# design 1

Fig. 1: design 1, where the registers sit
Scale bar: 20 um.
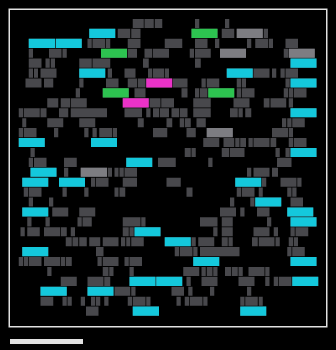

### src/rtl/sad_pkg.sv
// sad_pkg: shared types and widths for the SAD motion-search blocks
package sad_pkg;
  localparam int SAD_W = 32;
  typedef enum logic [1:0] {IDLE, ISSUE, WAIT, FIN} state_e;
endpackage

### src/rtl/sad_min_cmp.sv
// sad_min_cmp: decides whether a new sad replaces the current best
module sad_min_cmp
  import sad_pkg::*;
#(
  parameter int W = SAD_W
) (
  input  logic [W-1:0] sad,
  input  logic [W-1:0] best_sad,
  input  logic         first,
  output logic         take
);
  assign take = first | (sad < best_sad);
endmodule

### src/rtl/sad_best_match.sv
// sad_best_match: sequences N_CAND SAD runs and tracks the minimum sad and its index
module sad_best_match
  import sad_pkg::*;
#(
  parameter int N_CAND = 16,
  parameter int SAD_W = sad_pkg::SAD_W,
  localparam int IDX_W = $clog2(N_CAND)
) (
  input  logic             clk,
  input  logic             rst_n,
  input  logic             start,
  output logic             sad_go,
  output logic [IDX_W-1:0] cand_idx,
  input  logic             sad_done,
  input  logic [SAD_W-1:0] sad,
  output logic [SAD_W-1:0] best_sad,
  output logic [IDX_W-1:0] best_idx,
  output logic             busy,
  output logic             done
);
  state_e state_q, state_d;
  logic [IDX_W-1:0] cand_q, cand_d, best_idx_q, best_idx_d;
  logic [SAD_W-1:0] best_sad_q, best_sad_d;
  logic first_q, first_d, take, last;
  sad_min_cmp #(.W(SAD_W)) u_cmp (
    .sad(sad),
    .best_sad(best_sad_q),
    .first(first_q),
    .take(take)
  );
  assign last = cand_q == IDX_W'(N_CAND - 1);
  always_comb begin
    state_d = state_q;
    cand_d = cand_q;
    best_sad_d = best_sad_q;
    best_idx_d = best_idx_q;
    first_d = first_q;
    case (state_q)
      IDLE: if (start) begin
        state_d = ISSUE;
        cand_d = '0;
        first_d = 1'b1;
        best_sad_d = '0;
        best_idx_d = '0;
      end
      ISSUE: state_d = WAIT;
      WAIT: if (sad_done) begin
        best_sad_d = take ? sad : best_sad_q;
        best_idx_d = take ? cand_q : best_idx_q;
        first_d = 1'b0;
        state_d = last ? FIN : ISSUE;
        cand_d = last ? cand_q : cand_q + IDX_W'(1);
      end
      FIN: state_d = IDLE;
      default: state_d = IDLE;
    endcase
  end
  always_ff @(posedge clk) begin
    if (!rst_n) begin
      state_q <= IDLE;
      cand_q <= '0;
      best_sad_q <= '0;
      best_idx_q <= '0;
      first_q <= 1'b0;
    end else begin
      state_q <= state_d;
      cand_q <= cand_d;
      best_sad_q <= best_sad_d;
      best_idx_q <= best_idx_d;
      first_q <= first_d;
    end
  end
  assign sad_go = state_q == ISSUE;
  assign done = state_q == FIN;
  assign busy = state_q != IDLE;
  assign cand_idx = cand_q;
  assign best_sad = best_sad_q;
  assign best_idx = best_idx_q;
endmodule

### config.mk
export PLATFORM = sky130hd
export DESIGN_NAME = sad_best_match
export DESIGN_NICKNAME = d
export VERILOG_FILES = /design/src/rtl/sad_pkg.sv /design/src/rtl/sad_min_cmp.sv /design/src/rtl/sad_best_match.sv
export SDC_FILE = /design/constraint.sdc
export NUM_CORES = 1
export LEC_CHECK = 0
export ABC_CLOCK_PERIOD_IN_PS = 5000
export CELL_PAD_IN_SITES_DETAIL_PLACEMENT = 0
export CELL_PAD_IN_SITES_GLOBAL_PLACEMENT = 2
export CORE_MARGIN = 2
export CORE_UTILIZATION = 39
export CTS_CLUSTER_DIAMETER = 60
export DETAILED_ROUTE_END_ITERATION = 10
export DONT_BUFFER_PORTS = 1
export GPL_TIMING_DRIVEN = 0
export PLACE_DENSITY = 0.8
export SKIP_LAST_GASP = 1
export SLEW_MARGIN = 25
export SYNTH_ARGS = -nofsm -noshare
export SYNTH_HDL_FRONTEND = slang
export SYNTH_HIERARCHICAL = 1
export SYNTH_SLANG_ARGS = --single-unit
### constraint.sdc
create_clock -name clk -period 5 [get_ports clk]
set_clock_uncertainty 0.15 [all_clocks]
set_input_delay 0.5 -clock clk [delete_from_list [all_inputs] [get_ports clk]]
set_output_delay 0.5 -clock clk [all_outputs]
set_load 0.01 [all_outputs]
# design 2

### src/rtl/program_loader_pkg.sv
// program_loader_pkg: shared types and constants for the byte-stream program loader.
// Holds the FSM state encoding, the default frame sync marker and the count-compare width helper.
package program_loader_pkg;

  // States are numbered in frame field order: SYNC, CNT_LO, CNT_HI, DATA, CHECK.
  typedef logic [2:0] loader_state_t;

  localparam loader_state_t S_IDLE   = 3'd0;
  localparam loader_state_t S_SYNC   = 3'd1;
  localparam loader_state_t S_CNT_LO = 3'd2;
  localparam loader_state_t S_CNT_HI = 3'd3;
  localparam loader_state_t S_DATA   = 3'd4;
  localparam loader_state_t S_WRITE  = 3'd5;
  localparam loader_state_t S_CHECK  = 3'd6;
  localparam loader_state_t S_ERROR  = 3'd7;

  localparam logic [7:0] SYNC_BYTE_DEFAULT = 8'hA5;

  // The 16-bit count is compared against 2**aw without overflow.
  function automatic int cnt_width(input int aw);
    return (aw + 1 > 17) ? aw + 1 : 17;
  endfunction

endpackage

### src/rtl/loader_word_packer.sv
// loader_word_packer: packs bytes little-endian into a STEP-byte word and keeps an 8-bit running sum.
// Ports: clk, reset, clear (restart frame), byte_en/byte_data in; word_full, word, sum out.
module loader_word_packer #(
  parameter int STEP = 4
) (
  input  logic              clk,
  input  logic              reset,
  input  logic              clear,
  input  logic              byte_en,
  input  logic [7:0]        byte_data,
  output logic              word_full,
  output logic [STEP*8-1:0] word,
  output logic [7:0]        sum
);

  localparam int IW = (STEP > 1) ? $clog2(STEP) : 1;
  localparam logic [IW-1:0] LAST = IW'(STEP - 1);

  logic [IW-1:0] idx;

  // High in the cycle the byte for the top lane is accepted.
  assign word_full = byte_en && (idx == LAST);

  always_ff @(posedge clk) begin
    if (reset) begin
      idx  <= '0;
      word <= '0;
      sum  <= '0;
    end else if (clear) begin
      idx <= '0;
      sum <= '0;
    end else if (byte_en) begin
      for (int i = 0; i < STEP; i++) begin
        if (idx == IW'(i)) word[i*8 +: 8] <= byte_data;
      end
      sum <= sum + byte_data;
      idx <= (idx == LAST) ? '0 : idx + IW'(1);
    end
  end

endmodule

### src/rtl/program_loader.sv
// program_loader: receives a framed image (A5, cnt, words, chk) and writes it to program memory.
// Ports: rx_* byte input, pgm/addr/data write port, core_hold/busy/done/error status, start arm.
module program_loader
  import program_loader_pkg::*;
#(
  parameter int         INSTR_ADDR_WIDTH = 20,
  parameter int         STEP             = 4,
  parameter logic [7:0] SYNC_BYTE        = SYNC_BYTE_DEFAULT
) (
  input  logic                        clk,
  input  logic                        reset,
  input  logic                        start,
  input  logic [7:0]                  rx_data,
  input  logic                        rx_valid,
  output logic                        rx_ready,
  output logic                        pgm,
  output logic [INSTR_ADDR_WIDTH-1:0] addr,
  output logic [STEP*8-1:0]           data,
  output logic                        core_hold,
  output logic                        busy,
  output logic                        done,
  output logic                        error
);

  localparam int AW = INSTR_ADDR_WIDTH;
  localparam int CW = cnt_width(AW);
  localparam logic [CW-1:0] ONE = CW'(1);
  localparam logic [CW-1:0] MAX_WORDS = ONE << AW;

  loader_state_t state;
  logic [7:0]    cnt_lo;
  logic [CW-1:0] remaining;
  logic [CW-1:0] n_words;
  logic          take;
  logic          start_ok;
  logic          word_full;
  logic [7:0]    sum;

  assign take     = rx_valid && rx_ready;
  assign start_ok = start && (state == S_IDLE || state == S_ERROR);
  assign n_words  = CW'({rx_data, cnt_lo});

  always_comb begin
    rx_ready = 1'b0;
    unique case (state)
      S_SYNC, S_CNT_LO, S_CNT_HI,
      S_DATA, S_CHECK: rx_ready = 1'b1;
      default:         rx_ready = 1'b0;
    endcase
  end

  assign pgm       = (state == S_WRITE);
  assign busy      = (state != S_IDLE);
  assign core_hold = busy;
  assign error     = (state == S_ERROR);

  loader_word_packer #(
    .STEP(STEP)
  ) u_packer (
    .clk      (clk),
    .reset    (reset),
    .clear    (start_ok),
    .byte_en  (take && state == S_DATA),
    .byte_data(rx_data),
    .word_full(word_full),
    .word     (data),
    .sum      (sum)
  );

  always_ff @(posedge clk) begin
    if (reset) begin
      state     <= S_IDLE;
      addr      <= '0;
      cnt_lo    <= '0;
      remaining <= '0;
      done      <= 1'b0;
    end else begin
      done <= 1'b0;
      if (start_ok) begin
        state <= S_SYNC;
        addr  <= '0;
      end else begin
        unique case (state)
          S_SYNC: begin
            if (take && rx_data == SYNC_BYTE)
              state <= S_CNT_LO;
          end
          S_CNT_LO: begin
            if (take) begin
              cnt_lo <= rx_data;
              state  <= S_CNT_HI;
            end
          end
          S_CNT_HI: begin
            if (take) begin
              remaining <= n_words;
              if (n_words == '0 || n_words > MAX_WORDS)
                state <= S_ERROR;
              else
                state <= S_DATA;
            end
          end
          S_DATA: begin
            if (word_full) state <= S_WRITE;
          end
          S_WRITE: begin
            // With a full 2**AW image the last increment wraps to 0.
            addr      <= addr + AW'(1);
            remaining <= remaining - ONE;
            state     <= (remaining == ONE) ? S_CHECK : S_DATA;
          end
          S_CHECK: begin
            if (take) begin
              if (rx_data == sum) begin
                done  <= 1'b1;
                state <= S_IDLE;
              end else begin
                state <= S_ERROR;
              end
            end
          end
          default: ;
        endcase
      end
    end
  end

endmodule

### config.mk
export PLATFORM = sky130hd
export DESIGN_NAME = program_loader
export DESIGN_NICKNAME = d
export VERILOG_FILES = /design/src/rtl/program_loader_pkg.sv /design/src/rtl/loader_word_packer.sv /design/src/rtl/program_loader.sv
export SDC_FILE = /design/constraint.sdc
export NUM_CORES = 1
export LEC_CHECK = 0
export CORE_MARGIN = 2
export CORE_UTILIZATION = 45
export CTS_BUF_LIST = sky130_fd_sc_hd__clkbuf_8
export DETAILED_ROUTE_END_ITERATION = 7
export PLACE_DENSITY = 0.68
export SYNTH_ARGS = -nofsm -noshare
export SYNTH_HDL_FRONTEND = slang
export SYNTH_HIERARCHICAL = 1
export SYNTH_SLANG_ARGS = --single-unit
### constraint.sdc
create_clock -name clk -period 1.8 [get_ports clk]
set_input_delay 0.36 -clock clk [delete_from_list [all_inputs] [get_ports clk]]
set_output_delay 0.36 -clock clk [all_outputs]
set_load 0.01 [all_outputs]

==> layout pictures side by side <==
Clock distribution.
Scale bar: 20 um.
Plate I
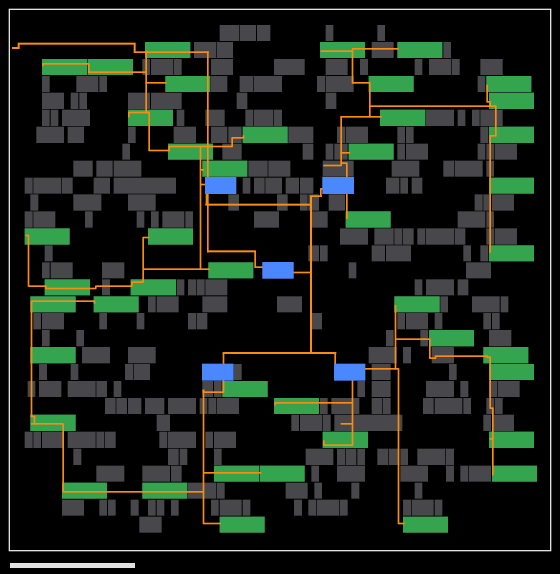
Plate II
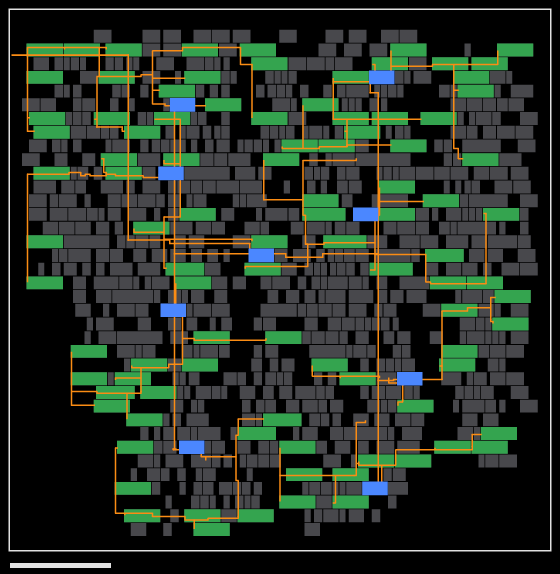
Plate II -> design 2
Plate I -> design 1
The one with the most sequential cells is Plate II.
The one with the largest die is Plate II.

Fig. 2: design 1, logic cells by family
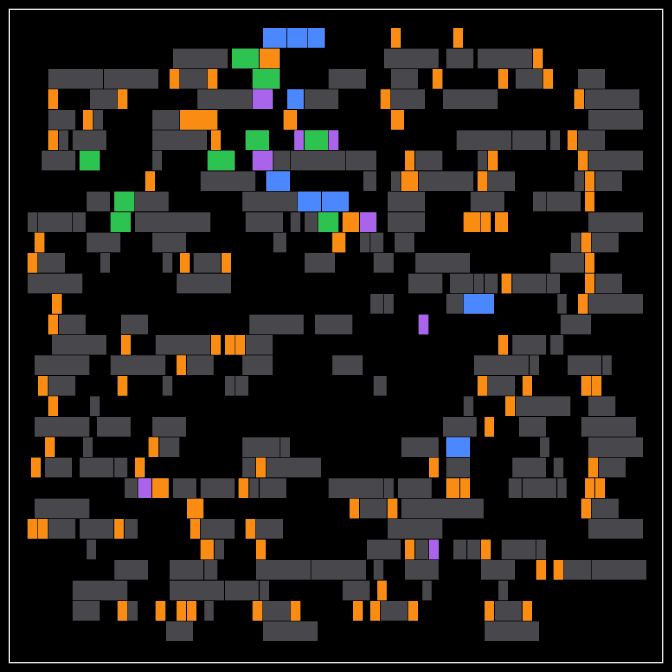
| color | family | cells |
|---|---|---|
| blue | AND and OR gates | 9 |
| orange | NAND gates | 99 |
| green | AND-OR and OR-AND gates | 9 |
| purple | NOR gates | 8 |

About Fig. 1:
| color | netlist name | placed flops |
|---|---|---|
| magenta | state_q | 2 |
| cyan | best_sad | 32 |
| green | cand_idx | 4 |
not colored: 5
flop share of the area: 0.2986
share of the core filled with cells in the final layout: 0.4291
storage element area: 860.8 um2
Seq. pwr: 356 uW

==> tab_implementation.tex, design 1 <==
% Auto-generated results table
\begin{tabular}{lr}
\hline
Metric & Value \\
\hline
\multicolumn{2}{l}{\textbf{Logic synthesis}} \\
\quad Area fraction in and, or, nand and nor cells & 0.1962 \\
\quad Number of enable-type register cells in the synthesized netlist & 0 \\
\quad Top-count cell post-synth & nand2\_1 \\
\quad Dominant cell type by area after synthesis & dfxtp\_1 \\
\multicolumn{2}{l}{\textbf{Pwr}} \\
\quad Worst supply voltage drop on vdd & around 110 uV \\
\quad Part of the total power dissipated in sequential elements & 0.477 \\
\quad Relative contribution of the clock network to total power & 0.380 \\
\multicolumn{2}{l}{\textbf{Cells and area}} \\
\quad Antenna diode count & 0 \\
\quad Growth of design area from synthesis to finish & 8.169\% \\
\quad Signal inverters & 33 \\
\quad Most instantiated logic cells after routing & nand2\_1 (86), dfxtp\_1 (43), mux2i\_1 (38), inv\_1 (33), ha\_1 (32) \\
\quad Area-dominant class & logic gates \\
\multicolumn{2}{l}{\textbf{Clock tree}} \\
\quad Quantity of hold-fixing buffers added after cts & 0 \\
\quad Bufs on Longest Clock Path & 2 \\
\quad Number of setup buffers added after CTS & 0 \\
\quad Max H-tree Level & 2 \\
\multicolumn{2}{l}{\textbf{Die}} \\
\quad Fraction of the core area occupied by cells at floorplan & 0.3966 \\
\quad Chip footprint & 7511 um2 \\
\multicolumn{2}{l}{\textbf{Outcome}} \\
\quad Result of the run & completed \\
\multicolumn{2}{l}{\textbf{STA}} \\
\quad Highest clock frequency the design can meet & 355.2 MHz \\
\quad Count of final max-slew check failures & 0 \\
\multicolumn{2}{l}{\textbf{Global routing}} \\
\quad GRT overflow & 0 \\
\multicolumn{2}{l}{\textbf{Drt}} \\
\quad Met3 Wirelength & 487 um \\
\hline
\end{tabular}
==> design 1: metal layers <==
layer  vias up  global-route usage
met5         -                   0
met4         0             0.03977
met3         5             0.06667
met2        52              0.2622
met1       892              0.2021
li1       1068                   -
==> design 1: stage by stage <==
step	cells	hold WS, ps	cell area (um2)	util
global placement	393	345.6	2765	0.4115
finish	401	180.1	2883	0.4291
floorplan	313	332.3	2665	-
global route	401	163.2	2883	0.4291
CTS	401	168.7	2883	0.4291
detailed placement	393	354.8	2765	0.4115
Fig. 3: design 2, logic cells by family
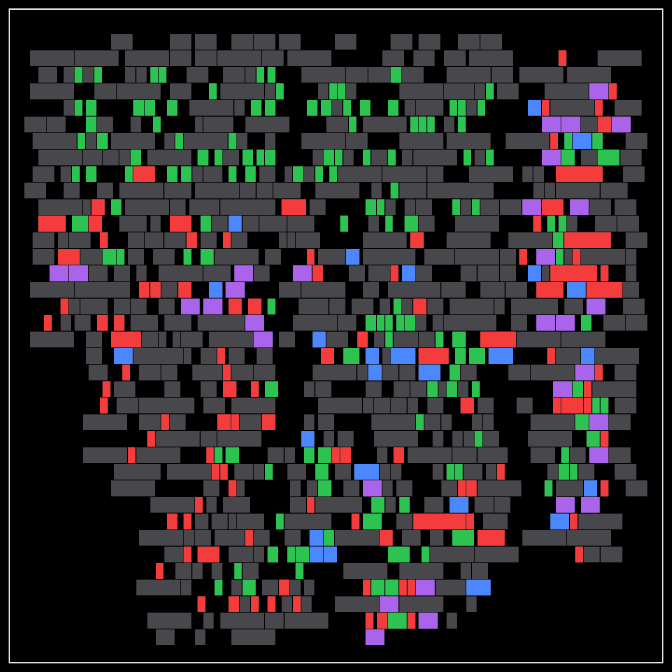
| color | family | cells | most used |
|---|---|---|---|
| red | NOR gates | 104 | nor2_1 |
| purple | XOR/XNOR gates | 31 | xor2_1 |
| blue | AND and OR gates | 25 | and3_1 |
| green | NAND gates | 140 | nand2_1 |
logic gate fraction of the total cell area: 0.4382
count of non-filler cells in the finished layout: 864
most common cell after layout, fill and taps aside: dfxtp_1

Fig. 4: design 2, placement by cell class
Scale bar: 20 um.
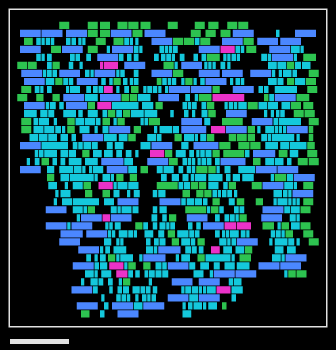
| color | class | cells | share of their area |
|---|---|---|---|
| magenta | clock drivers and dummy loads | 16 | 3.2% |
| cyan | all other logic | 468 | 46% |
| blue | flip-flops | 95 | 30% |
| green | other buffers and delay cells | 149 | 21% |
core outline area: 10320 um2
flop share of the area: 0.2919

==> tab_implementation.tex, design 2 <==
% Auto-generated results table
\begin{tabular}{lr}
\hline
Metric & Value \\
\hline
\multicolumn{2}{l}{\textbf{Outcome}} \\
\quad Result of the run & complete, but fails checks \\
\quad Failing checks & negative setup slack \\
\multicolumn{2}{l}{\textbf{Pwr}} \\
\quad PnR Total Power & 3.842 mW \\
\quad Part of the total power dissipated in sequential elements & 0.547 \\
\quad Sw Pwr & just under 1 mW \\
\multicolumn{2}{l}{\textbf{STA}} \\
\quad Relative max-transition margin & 0.6124 \\
\quad Clock period minus worst slack & 1826 ps \\
\quad Setup violation total in the final timing report & 2 \\
\quad Setup slack after layout & -26.05 ps \\
\multicolumn{2}{l}{\textbf{Worst setup path}} \\
\quad Cell mode on critical path & or4\_4 \\
\quad Termination of the worst setup path & remaining[15] \\
\quad Number of cells on the critical path & 5 \\
\multicolumn{2}{l}{\textbf{Hold path}} \\
\quad Worst hold path class & flop to flop \\
\multicolumn{2}{l}{\textbf{Cells and area}} \\
\quad Sequential cell count of the final layout & 95 \\
\quad Gate Area & a little under 3000 um2 \\
\quad Layout Cell Area excl Fill & 6576 um2 \\
\multicolumn{2}{l}{\textbf{Placed design}} \\
\quad Final weighted congestion of routability-driven global placement & 0.8924 \\
\multicolumn{2}{l}{\textbf{Global routing}} \\
\quad Via count of the first global-routing pass & 4581 \\
\quad Largest net degree at the start of global routing & 30 \\
\quad Global Route met3 Usage & 0.03222 \\
\multicolumn{2}{l}{\textbf{Drt}} \\
\quad Detail Route Antenna Nets & 0 \\
\quad Iter 0 DRT Violations & 266 \\
\hline
\end{tabular}
==> design 2: cell families (layout without fill, tap and decap cells) <==
group,Yosys count,count (layout),synth area share
AND/OR/NAND/NOR,269,269,0.2805
AND-OR/OR-AND,128,128,0.1602
flip-flops,95,95,0.3967
buffers and inverters,48,179,0.04227
XOR/XNOR,31,31,0.05663
adder cells (fa/ha/maj),15,15,0.04071
multiplexers,11,11,0.02297
==> design 2: stage by stage <==
step,setup slack (ps),utilization
final,-26.05,0.6370
after CTS,-23.78,0.6167
after detailed placement,-558.8,0.5873
after global routing,-104.0,0.6370
after floorplan,18.92,-
after global placement,-544.2,0.5873

# design 3

Fig. 5: design 3, logic cells by family
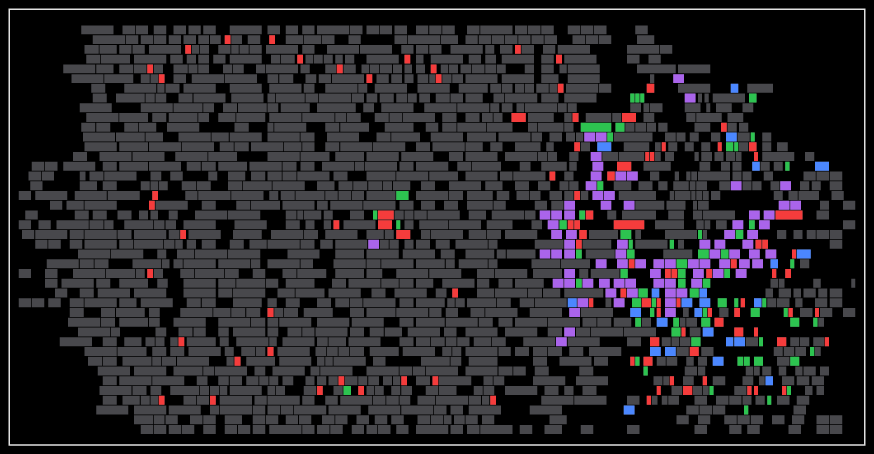
Fig. 6: design 3, where the registers sit
Scale bar: 50 um.
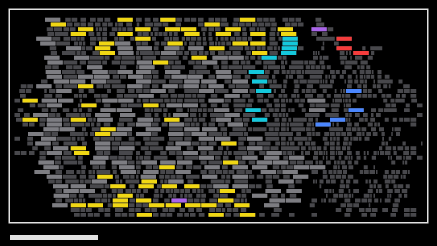
$ cat config.mk
export PLATFORM = sky130hd
export DESIGN_NAME = regfile_wb_arbiter
export DESIGN_NICKNAME = d
export VERILOG_FILES = /design/src/rtl/regfile_wb_arbiter_pkg.sv /design/src/rtl/regfile_wb_arbiter_fifo.sv /design/src/rtl/regfile_wb_arbiter.sv
export SDC_FILE = /design/constraint.sdc
export NUM_CORES = 1
export LEC_CHECK = 0
export CORE_ASPECT_RATIO = 0.5
export CORE_MARGIN = 2
export CORE_UTILIZATION = 51
export CTS_BUF_LIST = sky130_fd_sc_hd__clkbuf_4 sky130_fd_sc_hd__clkbuf_8
export DETAILED_ROUTE_END_ITERATION = 12
export PLACE_DENSITY = 0.8
export SYNTH_ARGS = -nofsm -noshare
export SYNTH_HDL_FRONTEND = slang
export SYNTH_SLANG_ARGS = --single-unit
export TNS_END_PERCENT = 50
$ cat constraint.sdc
create_clock -name clk -period 3.7 [get_ports clk]
set_input_delay 0.74 -clock clk [delete_from_list [all_inputs] [get_ports clk]]
set_output_delay 0.74 -clock clk [all_outputs]
set_load 0.02 [all_outputs]
$ cat src/rtl/regfile_wb_arbiter_pkg.sv
// rtl/regfile_wb_arbiter_pkg.sv - shared types and helpers for the register-file writeback arbiter
package regfile_wb_arbiter_pkg;

    localparam int REG_ADDR_W = 5;
    localparam int REG_DATA_W = 32;
    localparam int NUM_REGS   = 1 << REG_ADDR_W;
    localparam int WB_PORTS   = 2;

    typedef logic                  bool_t;
    typedef logic [REG_ADDR_W-1:0] reg_addr_t;
    typedef logic [REG_DATA_W-1:0] reg_data_t;

    typedef struct packed {
        bool_t     live;
        reg_addr_t addr;
        reg_data_t data;
    } wb_entry_t;

    // True when address a is targeted by any enabled lane this cycle.
    function automatic logic addr_hit(
        input reg_addr_t                            a,
        input logic [WB_PORTS-1:0]                  en,
        input logic [WB_PORTS-1:0][REG_ADDR_W-1:0]  lanes
    );
        addr_hit = 1'b0;
        for (int i = 0; i < WB_PORTS; i++) begin
            if (en[i] && lanes[i] == a) begin
                addr_hit = 1'b1;
            end
        end
    endfunction

endpackage

$ cat src/rtl/regfile_wb_arbiter_fifo.sv
// rtl/regfile_wb_arbiter_fifo.sv - ordered long-latency result FIFO, 1 push / up to 2 pops per cycle
module wb_fifo
    import regfile_wb_arbiter_pkg::*;
#(
    parameter int DEPTH = 4,
    parameter int PTR_W = $clog2(DEPTH)
) (
    input  logic                                  clk,
    input  logic                                  rst_n,
    input  logic                                  push,
    input  wb_entry_t                             push_entry,
    input  logic [1:0]                            pop_cnt,
    input  logic [WB_PORTS-1:0]                   clr_en,
    input  logic [WB_PORTS-1:0][REG_ADDR_W-1:0]   clr_addr,
    output logic [PTR_W:0]                        count,
    output wb_entry_t [WB_PORTS-1:0]              head,
    output logic [DEPTH-1:0]                      entry_live,
    output logic [DEPTH-1:0][REG_ADDR_W-1:0]      entry_addr
);

    wb_entry_t [DEPTH-1:0] mem;
    logic [PTR_W-1:0]      rd_ptr;
    logic [PTR_W-1:0]      wr_ptr;
    logic [DEPTH-1:0]      kill;

    assign head[0] = mem[rd_ptr];
    assign head[1] = mem[rd_ptr + PTR_W'(1)];

    always_comb begin
        for (int i = 0; i < DEPTH; i++) begin
            entry_live[i] = mem[i].live;
            entry_addr[i] = mem[i].addr;
        end
    end

    // Popped slots lose live so the entry array only ever shows queued writes.
    always_comb begin
        kill = '0;
        for (int i = 0; i < DEPTH; i++) begin
            if (addr_hit(mem[i].addr, clr_en, clr_addr)) begin
                kill[i] = 1'b1;
            end
            if (pop_cnt != 2'd0 && PTR_W'(i) == rd_ptr) begin
                kill[i] = 1'b1;
            end
            if (pop_cnt == 2'd2 && PTR_W'(i) == rd_ptr + PTR_W'(1)) begin
                kill[i] = 1'b1;
            end
        end
    end

    always_ff @(posedge clk or negedge rst_n) begin
        if (!rst_n) begin
            mem    <= '0;
            rd_ptr <= '0;
            wr_ptr <= '0;
            count  <= '0;
        end else begin
            for (int i = 0; i < DEPTH; i++) begin
                if (kill[i]) begin
                    mem[i].live <= 1'b0;
                end
            end
            if (push) begin
                mem[wr_ptr] <= push_entry;
            end
            wr_ptr <= wr_ptr + PTR_W'(push);
            rd_ptr <= rd_ptr + PTR_W'(pop_cnt);
            count  <= count + (PTR_W+1)'(push) - (PTR_W+1)'(pop_cnt);
        end
    end

endmodule

$ cat src/rtl/regfile_wb_arbiter.sv
// rtl/regfile_wb_arbiter.sv - merges two ALU lanes and a queued long-latency unit onto two regfile write ports
module regfile_wb_arbiter
    import regfile_wb_arbiter_pkg::*;
#(
    parameter int DEPTH = 4,
    parameter int PTR_W = $clog2(DEPTH)
) (
    input  logic                                  clk,
    input  logic                                  rst_n,
    input  logic [WB_PORTS-1:0]                   lane_valid,
    input  logic [WB_PORTS-1:0][REG_ADDR_W-1:0]   lane_addr,
    input  logic [WB_PORTS-1:0][REG_DATA_W-1:0]   lane_data,
    input  logic                                  lu_valid,
    output logic                                  lu_ready,
    input  logic [REG_ADDR_W-1:0]                 lu_addr,
    input  logic [REG_DATA_W-1:0]                 lu_data,
    output logic [WB_PORTS-1:0]                   write_ena,
    output logic [WB_PORTS-1:0][REG_ADDR_W-1:0]   write_addr,
    output logic [WB_PORTS-1:0][REG_DATA_W-1:0]   write_data,
    output logic [NUM_REGS-1:0]                   pending_mask
);

    logic [WB_PORTS-1:0]                  eff;
    logic [1:0]                           k;
    logic [1:0]                           free;
    logic [1:0]                           pop_cnt;
    logic [1:0]                           slot;
    logic                                 push;
    wb_entry_t                            push_entry;
    logic [PTR_W:0]                       count;
    wb_entry_t [WB_PORTS-1:0]             head;
    logic [DEPTH-1:0]                     entry_live;
    logic [DEPTH-1:0][REG_ADDR_W-1:0]     entry_addr;
    logic [WB_PORTS-1:0]                  nxt_ena;
    logic [WB_PORTS-1:0][REG_ADDR_W-1:0]  nxt_addr;
    logic [WB_PORTS-1:0][REG_DATA_W-1:0]  nxt_data;

    // Lane 1 is younger, so on an address tie lane 0's result is dead.
    assign eff[1] = lane_valid[1] && lane_addr[1] != '0;
    assign eff[0] = lane_valid[0] && lane_addr[0] != '0 &&
                    !(eff[1] && lane_addr[0] == lane_addr[1]);

    assign k        = {1'b0, eff[0]} + {1'b0, eff[1]};
    assign free     = 2'd2 - k;
    assign pop_cnt  = (count < (PTR_W+1)'(free)) ? 2'(count) : free;
    assign lu_ready = count < (PTR_W+1)'(DEPTH);
    assign push     = lu_valid && lu_ready;

    assign push_entry.live = lu_addr != '0 && !addr_hit(lu_addr, eff, lane_addr);
    assign push_entry.addr = lu_addr;
    assign push_entry.data = lu_data;

    wb_fifo #(
        .DEPTH (DEPTH),
        .PTR_W (PTR_W)
    ) u_fifo (
        .clk        (clk),
        .rst_n      (rst_n),
        .push       (push),
        .push_entry (push_entry),
        .pop_cnt    (pop_cnt),
        .clr_en     (eff),
        .clr_addr   (lane_addr),
        .count      (count),
        .head       (head),
        .entry_live (entry_live),
        .entry_addr (entry_addr)
    );

    // Popped entries take the low ports; a same-cycle lane hit kills the older value.
    always_comb begin
        nxt_ena  = '0;
        nxt_addr = '0;
        nxt_data = '0;
        for (int p = 0; p < WB_PORTS; p++) begin
            if (2'(p) < pop_cnt && head[p].live &&
                !addr_hit(head[p].addr, eff, lane_addr)) begin
                nxt_ena[p]  = 1'b1;
                nxt_addr[p] = head[p].addr;
                nxt_data[p] = head[p].data;
            end
        end
        slot = pop_cnt;
        for (int l = 0; l < WB_PORTS; l++) begin
            if (eff[l]) begin
                nxt_ena[slot[0]]  = 1'b1;
                nxt_addr[slot[0]] = lane_addr[l];
                nxt_data[slot[0]] = lane_data[l];
                slot = slot + 2'd1;
            end
        end
    end

    always_ff @(posedge clk or negedge rst_n) begin
        if (!rst_n) begin
            write_ena  <= '0;
            write_addr <= '0;
            write_data <= '0;
        end else begin
            write_ena  <= nxt_ena;
            write_addr <= nxt_addr;
            write_data <= nxt_data;
        end
    end

    always_comb begin
        pending_mask = '0;
        for (int i = 0; i < DEPTH; i++) begin
            if (entry_live[i]) begin
                pending_mask = pending_mask | (NUM_REGS'(1) << entry_addr[i]);
            end
        end
        pending_mask[0] = 1'b0;
    end

endmodule

==> tab_implementation.tex <==
% Auto-generated results table
\begin{tabular}{lr}
\hline
Metric & Value \\
\hline
\multicolumn{2}{l}{\textbf{Outcome}} \\
\quad Result of the run & completed \\
\multicolumn{2}{l}{\textbf{Pwr}} \\
\quad Worst supply voltage drop on vdd & between 300 and 400 uV \\
\quad Power drawn by the clock network & 2.60 mW \\
\quad Part of the total power dissipated in combinational logic & 0.524 \\
\quad Power dissipated in combinational cells & 8.41 mW \\
\quad Leakage power summed over all cells & 6.947 nW \\
\quad Top power group & combinational logic \\
\multicolumn{2}{l}{\textbf{Logic synthesis}} \\
\quad Mean cell area of the mapped netlist & 12.11 um2 \\
\quad Seq/Total Area, Yosys & 0.4202 \\
\quad Total number of yosys warnings & 0 \\
\quad Dominant cell type by area after synthesis & dfrtp\_1 \\
\quad Async set or reset register ratio after synthesis & 1.000 \\
\quad Number of enable-type register cells in the synthesized netlist & 0 \\
\multicolumn{2}{l}{\textbf{Placed design}} \\
\quad Worst Setup Slack post-DPL & -340.8 ps \\
\quad Post-placement cell area & roughly 17000 um2 \\
\multicolumn{2}{l}{\textbf{Cells and area}} \\
\quad Growth of design area from synthesis to finish & 26.98\% \\
\multicolumn{2}{l}{\textbf{Global routing}} \\
\quad GR Layer Usage met1 & 0.4153 \\
\multicolumn{2}{l}{\textbf{Die}} \\
\quad Die outline height & 121.1 um \\
\quad Fraction of the core area occupied by cells at floorplan & 0.5243 \\
\multicolumn{2}{l}{\textbf{Worst setup path}} \\
\quad Cells on worst reg2reg path & 9 \\
\quad Worst Path Buf+Inv & 2 \\
\quad Start-to-end type of the worst setup path & primary input to flop \\
\quad Worst Path Max Fanout & 3 \\
\quad FF-to-FF End & write\_addr[8] \\
\quad Critical-path top delay cell & or4\_4 \\
\multicolumn{2}{l}{\textbf{Clock tree}} \\
\quad Root Buffer & clkbuf\_8 \\
\quad CTS resizes & 0 \\
\quad TritonCTS clock tree & built \\
\multicolumn{2}{l}{\textbf{Drt}} \\
\quad Detailed-router iteration count before antenna repair & 6 \\
\quad WL/cell & roughly 25 um \\
\multicolumn{2}{l}{\textbf{STA}} \\
\quad Setup slack after layout & 188.9 ps \\
\hline
\end{tabular}
Notes on Fig. 5 above:
| color | family | cells | most used |
|---|---|---|---|
| purple | XOR/XNOR gates | 80 | xor2_1 |
| red | NOR gates | 97 | nor3_1 |
| blue | AND and OR gates | 24 | or3b_2 |
| green | NAND gates | 66 | nand2_1 |
count of non-filler cells in the finished layout: 1749
most common cell after layout, fill and taps aside: dfrtp_1
logic gate fraction of the total cell area: 0.4279

Notes on Fig. 6 above:
| color | netlist name | placed flops |
|---|---|---|
| blue | u_fifo.entry_live | 4 |
| red | u_fifo.count | 3 |
| cyan | write_addr | 10 |
| yellow | write_data | 64 |
| purple | write_ena | 2 |
not colored: 152
share of the core filled with cells in the final layout: 0.6657
flop share of the area: 0.3312
storage element area: 5886 um2
Seq. pwr: 5.06 mW

## cell usage after synthesis, types with 6 or more instances
cell type  count
a221o_1       13
o21ai_0        7
a31o_2        39
nand3_1       12
inv_1         11
buf_1         15
a21oi_1       16
o31ai_1       38
o22ai_1       51
buf_4         10
nor3b_1        9
ha_1          10
nand4_1        8
a22oi_1       44
mux4_2        76
buf_6          7
nand2_1       28
buf_2         19
xnor2_1       37
nor2_1        31
o221ai_1      15
xor2_1        43
or3b_2         6
nand3b_1      12
dfrtp_1      235
nor3_1        50
clkbuf_1      70
a22o_1        32
mux2_2       149
o211ai_1       8


==> layout pictures side by side <==
Routing congestion map.
picture 1
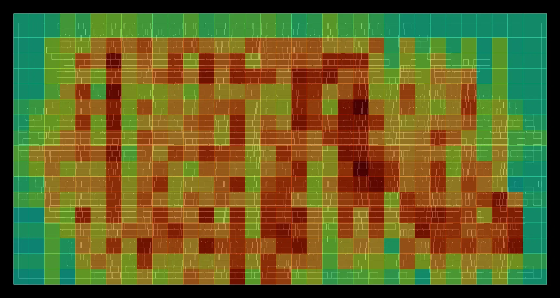
picture 2
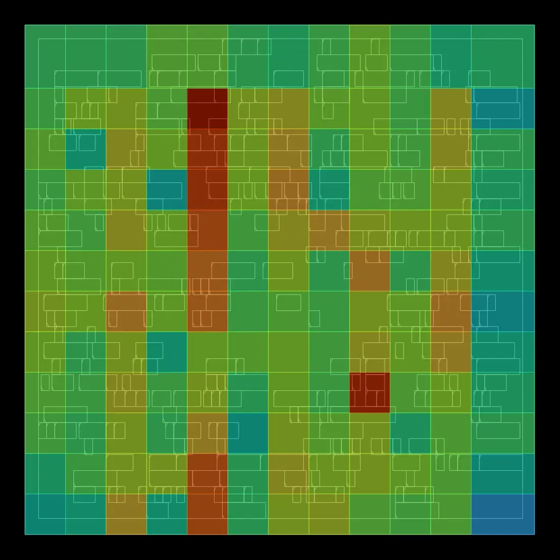
picture 3
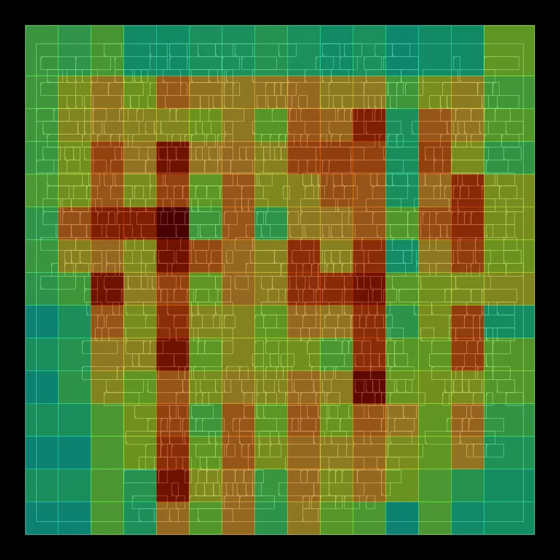
Of these, lowest utilization: picture 2
Of these, most wire per cell: picture 1
| picture | from |
|---|---|
| picture 2 | design 1 |
| picture 1 | design 3 |
| picture 3 | design 2 |

Power figures rest on the tool's default switching activity, not on a simulated workload.
